==================== design 1
### config.mk
export PLATFORM = sky130hd
export DESIGN_NAME = parking_occupancy_ctrl
export DESIGN_NICKNAME = d
export VERILOG_FILES = /design/src/rtl/parking_pkg.sv /design/src/rtl/parking_id_match.sv /design/src/rtl/parking_occupancy_ctrl.sv
export SDC_FILE = /design/constraint.sdc
export NUM_CORES = 1
export LEC_CHECK = 0
export CORE_ASPECT_RATIO = 0.6
export CORE_MARGIN = 8
export CORE_UTILIZATION = 55
export DETAILED_ROUTE_END_ITERATION = 16
export GPL_TIMING_DRIVEN = 0
export HOLD_SLACK_MARGIN = 0.02
export PLACE_DENSITY = 0.88
export SLEW_MARGIN = 20
export SYNTH_ARGS = -nofsm -noshare
export SYNTH_HDL_FRONTEND = slang
export SYNTH_SLANG_ARGS = --single-unit
### constraint.sdc
create_clock -name CLK -period 3.2 [get_ports CLK]
set_clock_uncertainty 0.05 [all_clocks]
set_input_delay 0.96 -clock CLK [delete_from_list [all_inputs] [get_ports CLK]]
set_output_delay 0.96 -clock CLK [all_outputs]
set_load 0.05 [all_outputs]
### src/rtl/parking_pkg.sv
// rtl/parking_pkg.sv - shared types and encodings for the parking occupancy controller
package parking_pkg;

    typedef enum logic [1:0] {
        S_IDLE,
        S_LOOKUP,
        S_COMMIT,
        S_RESP
    } state_t;

    localparam logic [2:0] RC_GRANT_CHOSEN = 3'd0;
    localparam logic [2:0] RC_GRANT_ALT    = 3'd1;
    localparam logic [2:0] RC_REJ_INVALID  = 3'd2;
    localparam logic [2:0] RC_REJ_FULL     = 3'd3;
    localparam logic [2:0] RC_EXIT_OK      = 3'd4;
    localparam logic [2:0] RC_ADMIN_CLEAR  = 3'd5;
    localparam logic [2:0] RC_REJ_MODE     = 3'd6;

    localparam logic [1:0] MODE_ENTER = 2'd0;
    localparam logic [1:0] MODE_EXIT  = 2'd1;
    localparam logic [1:0] MODE_ADMIN = 2'd2;
    localparam logic [1:0] MODE_RSVD  = 2'd3;

    localparam logic [19:0] DEF_ID_PREFIX = 20'h20230;

endpackage

### src/rtl/parking_id_match.sv
// rtl/parking_id_match.sv - combinational ID to registered-user index lookup
module parking_id_match
    import parking_pkg::*;
#(
    parameter int          NUM_USERS = 12,
    parameter logic [7:0]  USER_BASE = 8'h10,
    parameter logic [19:0] ID_PREFIX = DEF_ID_PREFIX,
    localparam int         IW        = (NUM_USERS > 1) ? $clog2(NUM_USERS) : 1
) (
    input  logic [27:0]   id,
    output logic          hit,
    output logic [IW-1:0] index
);

    // Scan downwards so the lowest matching index wins if suffixes alias.
    always_comb begin
        hit   = 1'b0;
        index = '0;
        for (int i = NUM_USERS - 1; i >= 0; i--) begin
            if (id == {ID_PREFIX, USER_BASE + 8'(i)}) begin
                hit   = 1'b1;
                index = IW'(i);
            end
        end
    end

endmodule

### src/rtl/parking_occupancy_ctrl.sv
// rtl/parking_occupancy_ctrl.sv - per-floor slot counters and per-user occupancy with a 4-state request FSM
module parking_occupancy_ctrl
    import parking_pkg::*;
#(
    parameter int          NUM_USERS  = 12,
    parameter int          NUM_FLOORS = 2,
    parameter int          FLR_CAP    = 4,
    parameter logic [19:0] ID_PREFIX  = DEF_ID_PREFIX,
    parameter logic [7:0]  USER_BASE  = 8'h10,
    parameter logic [7:0]  ADMIN_ID   = 8'h05,
    localparam int         FW         = (NUM_FLOORS > 1) ? $clog2(NUM_FLOORS) : 1,
    localparam int         CW         = $clog2(FLR_CAP + 1)
) (
    input  logic                     CLK,
    input  logic                     RST,
    input  logic                     req_valid,
    output logic                     req_ready,
    input  logic [1:0]               MODE,
    input  logic [27:0]              ID,
    input  logic [FW-1:0]            chosen_flr,
    input  logic                     alt_ok,
    output logic                     resp_valid,
    input  logic                     resp_ready,
    output logic [2:0]               resp_code,
    output logic [FW-1:0]            resp_flr,
    output logic [NUM_FLOORS*CW-1:0] remain,
    output logic [NUM_USERS-1:0]     occupied
);

    localparam int            IW  = (NUM_USERS > 1) ? $clog2(NUM_USERS) : 1;
    localparam logic [CW-1:0] CAP = CW'(FLR_CAP);

    state_t        state, state_nxt;
    logic [1:0]    mode_q;
    logic [27:0]   id_q;
    logic [FW-1:0] chosen_q;
    logic          alt_ok_q;

    logic          hit;
    logic [IW-1:0] idx;
    logic          hit_q, admin_q;
    logic [IW-1:0] idx_q;

    logic          fl_bad, fl_found, fl_alt;
    logic [FW-1:0] fl_flr;
    logic          bad_q, found_q, alt_hit_q;
    logic [FW-1:0] tgt_q;

    logic [2:0]    dec_code;
    logic [FW-1:0] dec_flr;

    logic [CW-1:0] cnt [NUM_FLOORS];
    logic [FW-1:0] user_flr [NUM_USERS];

    parking_id_match #(
        .NUM_USERS (NUM_USERS),
        .USER_BASE (USER_BASE),
        .ID_PREFIX (ID_PREFIX)
    ) u_id_match (
        .id    (id_q),
        .hit   (hit),
        .index (idx)
    );

    always_comb begin
        state_nxt  = state;
        req_ready  = 1'b0;
        resp_valid = 1'b0;
        case (state)
            S_IDLE: begin
                req_ready = 1'b1;
                if (req_valid) state_nxt = S_LOOKUP;
            end
            S_LOOKUP: state_nxt = S_COMMIT;
            S_COMMIT: state_nxt = S_RESP;
            S_RESP: begin
                resp_valid = 1'b1;
                if (resp_ready) state_nxt = S_IDLE;
            end
            default: state_nxt = S_IDLE;
        endcase
    end

    // Floor choice: the requested floor if free, else the lowest other free floor when allowed.
    always_comb begin
        fl_bad   = 1'b1;
        fl_found = 1'b0;
        fl_alt   = 1'b0;
        fl_flr   = '0;
        for (int f = 0; f < NUM_FLOORS; f++) begin
            if (chosen_q == FW'(f)) begin
                fl_bad = 1'b0;
                if (cnt[f] != '0) begin
                    fl_found = 1'b1;
                    fl_flr   = chosen_q;
                end
            end
        end
        if (!fl_bad && !fl_found && alt_ok_q) begin
            for (int f = NUM_FLOORS - 1; f >= 0; f--) begin
                if (chosen_q != FW'(f) && cnt[f] != '0) begin
                    fl_found = 1'b1;
                    fl_alt   = 1'b1;
                    fl_flr   = FW'(f);
                end
            end
        end
    end

    always_comb begin
        dec_code = RC_REJ_INVALID;
        dec_flr  = '0;
        case (mode_q)
            MODE_ENTER: begin
                if (hit_q && !occupied[idx_q] && !bad_q) begin
                    if (found_q) begin
                        dec_code = alt_hit_q ? RC_GRANT_ALT : RC_GRANT_CHOSEN;
                        dec_flr  = tgt_q;
                    end else begin
                        dec_code = RC_REJ_FULL;
                    end
                end
            end
            MODE_EXIT: begin
                if (hit_q && occupied[idx_q]) begin
                    dec_code = RC_EXIT_OK;
                    dec_flr  = user_flr[idx_q];
                end
            end
            MODE_ADMIN: if (admin_q) dec_code = RC_ADMIN_CLEAR;
            default:    dec_code = RC_REJ_MODE;
        endcase
    end

    always_comb begin
        remain = '0;
        for (int f = 0; f < NUM_FLOORS; f++) remain[f*CW +: CW] = cnt[f];
    end

    always_ff @(posedge CLK) begin
        if (RST) begin
            state     <= S_IDLE;
            mode_q    <= MODE_ENTER;
            id_q      <= '0;
            chosen_q  <= '0;
            alt_ok_q  <= 1'b0;
            hit_q     <= 1'b0;
            admin_q   <= 1'b0;
            idx_q     <= '0;
            bad_q     <= 1'b0;
            found_q   <= 1'b0;
            alt_hit_q <= 1'b0;
            tgt_q     <= '0;
            resp_code <= RC_GRANT_CHOSEN;
            resp_flr  <= '0;
            occupied  <= '0;
            for (int u = 0; u < NUM_USERS; u++) user_flr[u] <= '0;
            for (int f = 0; f < NUM_FLOORS; f++) cnt[f] <= CAP;
        end else begin
            state <= state_nxt;
            if (state == S_IDLE && req_valid) begin
                mode_q   <= MODE;
                id_q     <= ID;
                chosen_q <= chosen_flr;
                alt_ok_q <= alt_ok;
            end
            if (state == S_LOOKUP) begin
                hit_q     <= hit;
                idx_q     <= idx;
                admin_q   <= (id_q == {ID_PREFIX, ADMIN_ID});
                bad_q     <= fl_bad;
                found_q   <= fl_found;
                alt_hit_q <= fl_alt;
                tgt_q     <= fl_flr;
            end
            if (state == S_COMMIT) begin
                resp_code <= dec_code;
                resp_flr  <= dec_flr;
                case (dec_code)
                    RC_GRANT_CHOSEN, RC_GRANT_ALT: begin
                        occupied[idx_q] <= 1'b1;
                        user_flr[idx_q] <= dec_flr;
                        for (int f = 0; f < NUM_FLOORS; f++)
                            if (dec_flr == FW'(f) && cnt[f] != '0) cnt[f] <= cnt[f] - CW'(1);
                    end
                    RC_EXIT_OK: begin
                        occupied[idx_q] <= 1'b0;
                        for (int f = 0; f < NUM_FLOORS; f++)
                            if (dec_flr == FW'(f) && cnt[f] != CAP) cnt[f] <= cnt[f] + CW'(1);
                    end
                    RC_ADMIN_CLEAR: begin
                        occupied <= '0;
                        for (int f = 0; f < NUM_FLOORS; f++) cnt[f] <= CAP;
                    end
                    default: ;
                endcase
            end
        end
    end

endmodule

==================== design 2
**config.mk**
```make
export PLATFORM = sky130hd
export DESIGN_NAME = urng_scheduler_flat
export DESIGN_NICKNAME = d
export VERILOG_FILES = /design/src/rtl/awgn_pkg.sv /design/src/rtl/urng_scheduler_if.sv /design/src/rtl/urng_scheduler_taus_core.sv /design/src/rtl/urng_scheduler.sv /design/src/flat_wrapper.sv
export SDC_FILE = /design/constraint.sdc
export NUM_CORES = 1
export LEC_CHECK = 0
export CAP_MARGIN = 20
export CORE_UTILIZATION = 40
export DETAILED_ROUTE_END_ITERATION = 8
export PLACE_DENSITY = 0.72
export SYNTH_ARGS = -nofsm -noshare
export SYNTH_HDL_FRONTEND = slang
export SYNTH_SLANG_ARGS = --single-unit
```
**constraint.sdc**
```tcl
create_clock -name clock -period 15 [get_ports clock]
set_clock_uncertainty 0.1 [all_clocks]
set_input_delay 3 -clock clock [delete_from_list [all_inputs] [get_ports clock]]
set_output_delay 3 -clock clock [all_outputs]
set_load 0.03 [all_outputs]
```
**src/rtl/awgn_pkg.sv**
```systemverilog
// Shared definitions for the AWGN uniform-random-number source.
// Holds the Tausworthe default seeds, the minimum legal seed per component
// (smaller values collapse the component into a short or all-zero cycle),
// the scheduler FSM state encoding and the seed validity check.
package awgn_pkg;

    localparam logic [31:0] SEED0_DEFAULT = 32'h0F0F0F0F;
    localparam logic [31:0] SEED1_DEFAULT = 32'h0C0C0C0C;
    localparam logic [31:0] SEED2_DEFAULT = 32'h00FF00FF;

    localparam logic [31:0] SEED0_MIN = 32'd2;
    localparam logic [31:0] SEED1_MIN = 32'd8;
    localparam logic [31:0] SEED2_MIN = 32'd16;

    typedef enum logic {
        ST_WARMUP = 1'b0,
        ST_RUN    = 1'b1
    } sched_state_t;

    function automatic logic seeds_valid(input logic [31:0] s0,
                                         input logic [31:0] s1,
                                         input logic [31:0] s2);
        return (s0 >= SEED0_MIN) && (s1 >= SEED1_MIN) && (s2 >= SEED2_MIN);
    endfunction

endpackage

```
**src/rtl/urng_scheduler_if.sv**
```systemverilog
// Consumer-facing bus of the uniform-random-number scheduler.
//   seed_load, seed0..seed2 : seed strobe and new component seeds
//   seed_err                : one-cycle pulse, last seed_load rejected
//   ready                   : scheduler is in RUN and can grant
//   req                     : per-requester request levels
//   gnt                     : registered one-hot grant, one cycle wide
//   rnd_out, rnd_valid      : word delivered with gnt, rnd_valid = |gnt
// master = consumer / seeding side, slave = scheduler.
interface urng_scheduler_if #(
    parameter int NUM_REQ = 4
);
    logic               seed_load;
    logic [31:0]        seed0;
    logic [31:0]        seed1;
    logic [31:0]        seed2;
    logic               seed_err;
    logic               ready;
    logic [NUM_REQ-1:0] req;
    logic [NUM_REQ-1:0] gnt;
    logic [31:0]        rnd_out;
    logic               rnd_valid;

    modport master (
        output seed_load, seed0, seed1, seed2, req,
        input  seed_err, ready, gnt, rnd_out, rnd_valid
    );

    modport slave (
        input  seed_load, seed0, seed1, seed2, req,
        output seed_err, ready, gnt, rnd_out, rnd_valid
    );
endinterface

```
**src/rtl/urng_scheduler_taus_core.sv**
```systemverilog
// Three-component Tausworthe generator (taus_core).
//   clock, reset : clock and async active-high reset (restores default seeds)
//   load         : write seed0..seed2 into the component registers
//   seed0..seed2 : component seeds
//   advance      : take one generator step
//   word         : combined output S0 ^ S1 ^ S2 of the current state
// load takes priority over advance; the scheduler never asserts both.
module taus_core
    import awgn_pkg::*;
(
    input  logic        clock,
    input  logic        reset,
    input  logic        load,
    input  logic [31:0] seed0,
    input  logic [31:0] seed1,
    input  logic [31:0] seed2,
    input  logic        advance,
    output logic [31:0] word
);

    logic [31:0] s0, s1, s2;
    logic [31:0] s0_next, s1_next, s2_next;

    always_comb begin
        s0_next = ((s0 & 32'hFFFFFFFE) << 12) ^ (((s0 << 13) ^ s0) >> 19);
        s1_next = ((s1 & 32'hFFFFFFF8) << 4)  ^ (((s1 << 2)  ^ s1) >> 25);
        s2_next = ((s2 & 32'hFFFFFFF0) << 17) ^ (((s2 << 3)  ^ s2) >> 11);
    end

    always_ff @(posedge clock or posedge reset) begin
        if (reset) begin
            s0 <= SEED0_DEFAULT;
            s1 <= SEED1_DEFAULT;
            s2 <= SEED2_DEFAULT;
        end else if (load) begin
            s0 <= seed0;
            s1 <= seed1;
            s2 <= seed2;
        end else if (advance) begin
            s0 <= s0_next;
            s1 <= s1_next;
            s2 <= s2_next;
        end
    end

    assign word = s0 ^ s1 ^ s2;

endmodule

```
**src/rtl/urng_scheduler.sv**
```systemverilog
// Uniform-random-number scheduler: one Tausworthe generator shared by up to
// NUM_REQ consumers under round-robin arbitration, with seed loading and a
// post-seed warm-up so consumers never see un-mixed generator state.
//   clock, reset : clock and async active-high reset
//   bus          : urng_scheduler_if slave (seeding, req/gnt, rnd_out)
// Parameters: NUM_REQ (2..8) requesters, WARMUP (0..255) discarded steps.
//
// state     | meaning
// ----------+-------------------------------------------------------------
// ST_WARMUP | generator advances every cycle, count runs down, req ignored
// ST_RUN    | ready; one grant and one generator step per cycle with req
module urng_scheduler
    import awgn_pkg::*;
#(
    parameter int NUM_REQ = 4,
    parameter int WARMUP  = 8
) (
    input  logic              clock,
    input  logic              reset,
    urng_scheduler_if.slave   bus
);

    localparam int           PTR_W       = (NUM_REQ > 1) ? $clog2(NUM_REQ) : 1;
    localparam logic [7:0]   WARMUP_CNT  = 8'(WARMUP);
    localparam sched_state_t START_STATE = (WARMUP == 0) ? ST_RUN : ST_WARMUP;

    sched_state_t       state, state_n;
    logic [7:0]         cnt, cnt_n;
    logic [PTR_W-1:0]   ptr, ptr_n;
    logic [NUM_REQ-1:0] gnt_q, gnt_n;
    logic               vld_q, vld_n;
    logic [31:0]        rnd_q, rnd_n;
    logic               err_q, err_n;

    logic               core_load;
    logic               core_adv;
    logic [31:0]        core_word;

    logic               arb_found;
    logic [PTR_W-1:0]   arb_win;
    logic [PTR_W:0]     arb_idx;

    taus_core u_core (
        .clock   (clock),
        .reset   (reset),
        .load    (core_load),
        .seed0   (bus.seed0),
        .seed1   (bus.seed1),
        .seed2   (bus.seed2),
        .advance (core_adv),
        .word    (core_word)
    );

    // Cyclic search for the first request at or after the pointer.
    // The index is one bit wider so the wrap works for non-power-of-two NUM_REQ.
    always_comb begin
        arb_found = 1'b0;
        arb_win   = '0;
        arb_idx   = '0;
        for (int i = 0; i < NUM_REQ; i++) begin
            arb_idx = {1'b0, ptr} + (PTR_W+1)'(i);
            if (arb_idx >= (PTR_W+1)'(NUM_REQ))
                arb_idx = arb_idx - (PTR_W+1)'(NUM_REQ);
            if (!arb_found && bus.req[arb_idx[PTR_W-1:0]]) begin
                arb_found = 1'b1;
                arb_win   = arb_idx[PTR_W-1:0];
            end
        end
    end

    // seed_load outranks any request in the same cycle, even when rejected.
    always_comb begin
        state_n   = state;
        cnt_n     = cnt;
        ptr_n     = ptr;
        core_load = 1'b0;
        core_adv  = 1'b0;
        gnt_n     = '0;
        vld_n     = 1'b0;
        rnd_n     = rnd_q;
        err_n     = 1'b0;

        if (bus.seed_load) begin
            if (seeds_valid(bus.seed0, bus.seed1, bus.seed2)) begin
                core_load = 1'b1;
                ptr_n     = '0;
                cnt_n     = WARMUP_CNT;
                state_n   = START_STATE;
            end else begin
                err_n = 1'b1;
            end
        end else begin
            case (state)
                ST_WARMUP: begin
                    core_adv = 1'b1;
                    cnt_n    = cnt - 8'd1;
                    if (cnt <= 8'd1)
                        state_n = ST_RUN;
                end
                ST_RUN: begin
                    if (arb_found) begin
                        gnt_n[arb_win] = 1'b1;
                        vld_n          = 1'b1;
                        rnd_n          = core_word;
                        core_adv       = 1'b1;
                        ptr_n          = (arb_win == PTR_W'(NUM_REQ-1)) ?
                                         '0 : arb_win + PTR_W'(1);
                    end
                end
            endcase
        end
    end

    always_ff @(posedge clock or posedge reset) begin
        if (reset) begin
            state <= START_STATE;
            cnt   <= WARMUP_CNT;
            ptr   <= '0;
            gnt_q <= '0;
            vld_q <= 1'b0;
            rnd_q <= '0;
            err_q <= 1'b0;
        end else begin
            state <= state_n;
            cnt   <= cnt_n;
            ptr   <= ptr_n;
            gnt_q <= gnt_n;
            vld_q <= vld_n;
            rnd_q <= rnd_n;
            err_q <= err_n;
        end
    end

    assign bus.gnt       = gnt_q;
    assign bus.rnd_valid = vld_q;
    assign bus.rnd_out   = rnd_q;
    assign bus.seed_err  = err_q;
    assign bus.ready     = (state == ST_RUN);

endmodule

```
**src/flat_wrapper.sv**
```systemverilog
// flat-port wrapper written by rule: the top's interface ports become plain ports
module urng_scheduler_flat import awgn_pkg::*;
#(
    parameter int NUM_REQ = 4,
    parameter int WARMUP  = 8
)
  (clock, reset, bus_seed_load, bus_seed0, bus_seed1, bus_seed2, bus_req, bus_seed_err, bus_ready, bus_gnt, bus_rnd_out, bus_rnd_valid);
  urng_scheduler_if #(.NUM_REQ(NUM_REQ)) bus_i ();
  input  logic clock;
  input  logic reset;
  input wire logic [$bits(bus_i.seed_load)-1:0] bus_seed_load;
  input wire logic [$bits(bus_i.seed0)-1:0] bus_seed0;
  input wire logic [$bits(bus_i.seed1)-1:0] bus_seed1;
  input wire logic [$bits(bus_i.seed2)-1:0] bus_seed2;
  input wire logic [$bits(bus_i.req)-1:0] bus_req;
  output wire logic [$bits(bus_i.seed_err)-1:0] bus_seed_err;
  output wire logic [$bits(bus_i.ready)-1:0] bus_ready;
  output wire logic [$bits(bus_i.gnt)-1:0] bus_gnt;
  output wire logic [$bits(bus_i.rnd_out)-1:0] bus_rnd_out;
  output wire logic [$bits(bus_i.rnd_valid)-1:0] bus_rnd_valid;
  assign bus_i.seed_load = bus_seed_load;
  assign bus_i.seed0 = bus_seed0;
  assign bus_i.seed1 = bus_seed1;
  assign bus_i.seed2 = bus_seed2;
  assign bus_i.req = bus_req;
  assign bus_seed_err = bus_i.seed_err;
  assign bus_ready = bus_i.ready;
  assign bus_gnt = bus_i.gnt;
  assign bus_rnd_out = bus_i.rnd_out;
  assign bus_rnd_valid = bus_i.rnd_valid;
  urng_scheduler #(.NUM_REQ(NUM_REQ), .WARMUP(WARMUP)) u_core (.clock(clock), .reset(reset), .bus(bus_i));
endmodule
```
Figure 1. Nets reached from selected ports (design 1).
(3 px per µm)
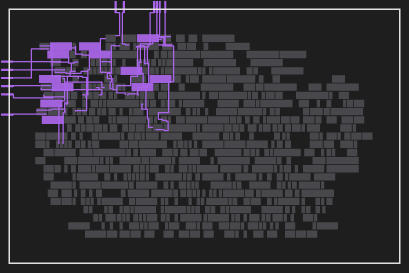
colour	port	direction	edge	end cells	buffers	wire
purple	occupied	output	6 left, 6 top	12	12	589 µm
IO Count: 60
I/O Buffers: 58

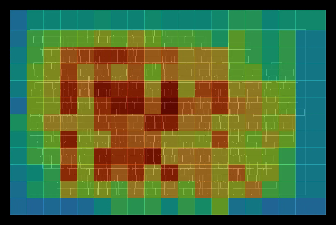
Figure 2: design 1, routing congestion map.
grt met3 use: 6.894%
met1 Use GR: 29.54%
GRT Max-Usage Layer: met2

==> impl_metrics.py, design 1 <==
# Physical implementation metrics
metrics = {
    "grt": {
        "grt_pass1_vias": 3853,
    },
    "cells_and_area": {
        "logic_area_mm2": 0.002142,
        "top_regs": "id_q (28), user_flr (16), occupied (12)",
        "largest_class": "combinational gates",
        "final_cell_mix": "nand2_1 (88), dfxtp_1 (63), a21oi_1 (59)",
        "logic_gate_count": 347,
        "clockBufferCount": 9,
    },
    "run_status": {
        "status": "complete, no violations",
    },
    "floorplanning": {
        "core_mm2": 0.007695,
    },
    "setup_path": {
        "crit_slowest_cell": "clkdlybuf4s50_1",
        "crit_path_end_kind": "primary output",
        "crit_cells": 3,
    },
    "job": {
        "warning_count": 33,
        "maxCapViolations": 0,
    },
    "cts": {
        "clk_path_buf_depth": 2,
    },
    "drt": {
        "met2_length_um": 5488,
        "top_layer": "met4",
    },
    "power": {
        "combinationalPowerShare_pct": 23.1,
        "pg_clk_w": 0.00105,
    },
    "synthesis": {
        "top_area_cell": "dfxtp_1",
        "fa_ha_area_share_pct": 2.934,
    },
    "place": {
        "dp_cells": 646,
    },
}
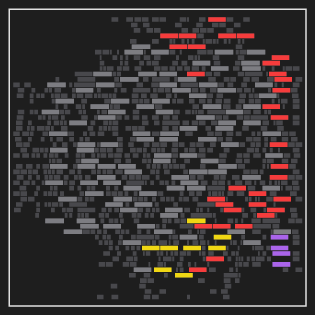
Figure 3: design 2, sequential cells coloured by netlist name.
(2 px per µm)
colour	netlist name	flops
red	u_core.bus.rnd_out	32
purple	u_core.bus.gnt	4
yellow	u_core.cnt	8
not coloured	101
fin util: 51.26%
Seq/total area: 35.02%
register area: 0.003680 mm²
seq pwr: 0.000572 W

==> impl_metrics.py, design 2 <==
# Physical implementation metrics
metrics = {
    "drt": {
        "vias_per_cell": 6.412,
        "drt_iter0_drc": 1115,
        "drc": 0,
    },
    "synthesis": {
        "syn_area_mm2": 0.008477,
        "synth_cells": 855,
        "top_logic_kind": "AND-OR/OR-AND gates",
        "yosysTopAreaCellShare_pct": 30.70,
        "fa_ha_area_share_pct": 0.8856,
        "async_flop_share_pct": 100.0,
    },
    "worst_hold_path": {
        "hp-class": "register to register",
    },
    "power": {
        "p_per_area_mw_per_mm2": 136.0,
        "power_w": 0.001429,
        "combinationalPowerShare_pct": 30.0,
    },
    "floorplanning": {
        "rows": 52,
        "die_y_um": 147.6,
    },
    "sta": {
        "worstMarginPinSlew_ps": 1118,
    },
    "run_status": {
        "status": "complete, no violations",
    },
    "job": {
        "maxCapViolations": 0,
    },
    "setup_path": {
        "crit_slowest_cell": "and3_1",
        "cpPeakStageDelay_ps": 660,
        "critPathTopFamily": "simple AND/OR/NAND/NOR gates",
    },
    "cts": {
        "cts.clk_slew.worst_paths_ps": 60,
    },
}

==> notes/layouts.md <==
Pictures saved along the way, in no particular order.

Ports around the boundary.
(2 px per µm) Pins as bars across the die edge, other pins in grey.
(a)
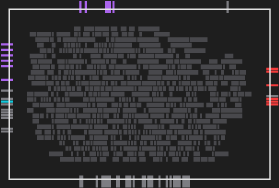
(b)
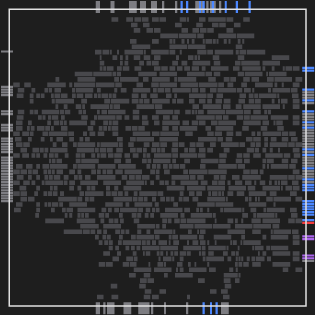
design 2: (b)
design 1: (a)
- most pins: (b)
- largest die: (b)

Key to (a):
colour	port	pins	direction	edge
purple	occupied	12	output	6 left, 6 top
cyan	RST	1	input	left
red	remain	6	output	right



==> layout pictures side by side <==
Metal layers overlaid.
shot_01.png
(3 px per µm)
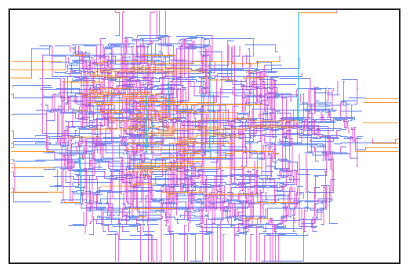
shot_02.png
(2 px per µm)
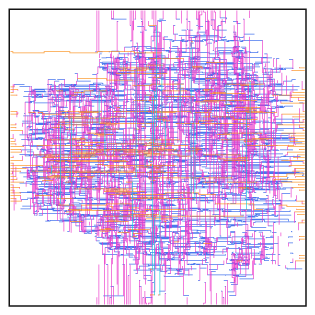
Of these, largest die: shot_02.png
- shot_02.png = design 2
- shot_01.png = design 1

Key to shot_01.png:
colour	layer	wire length
magenta	met2	5490 µm
cyan	met4	159 µm
orange	met3	1230 µm
blue	met1	5310 µm

No activity file was given, so power comes from the tool's default toggle rates.
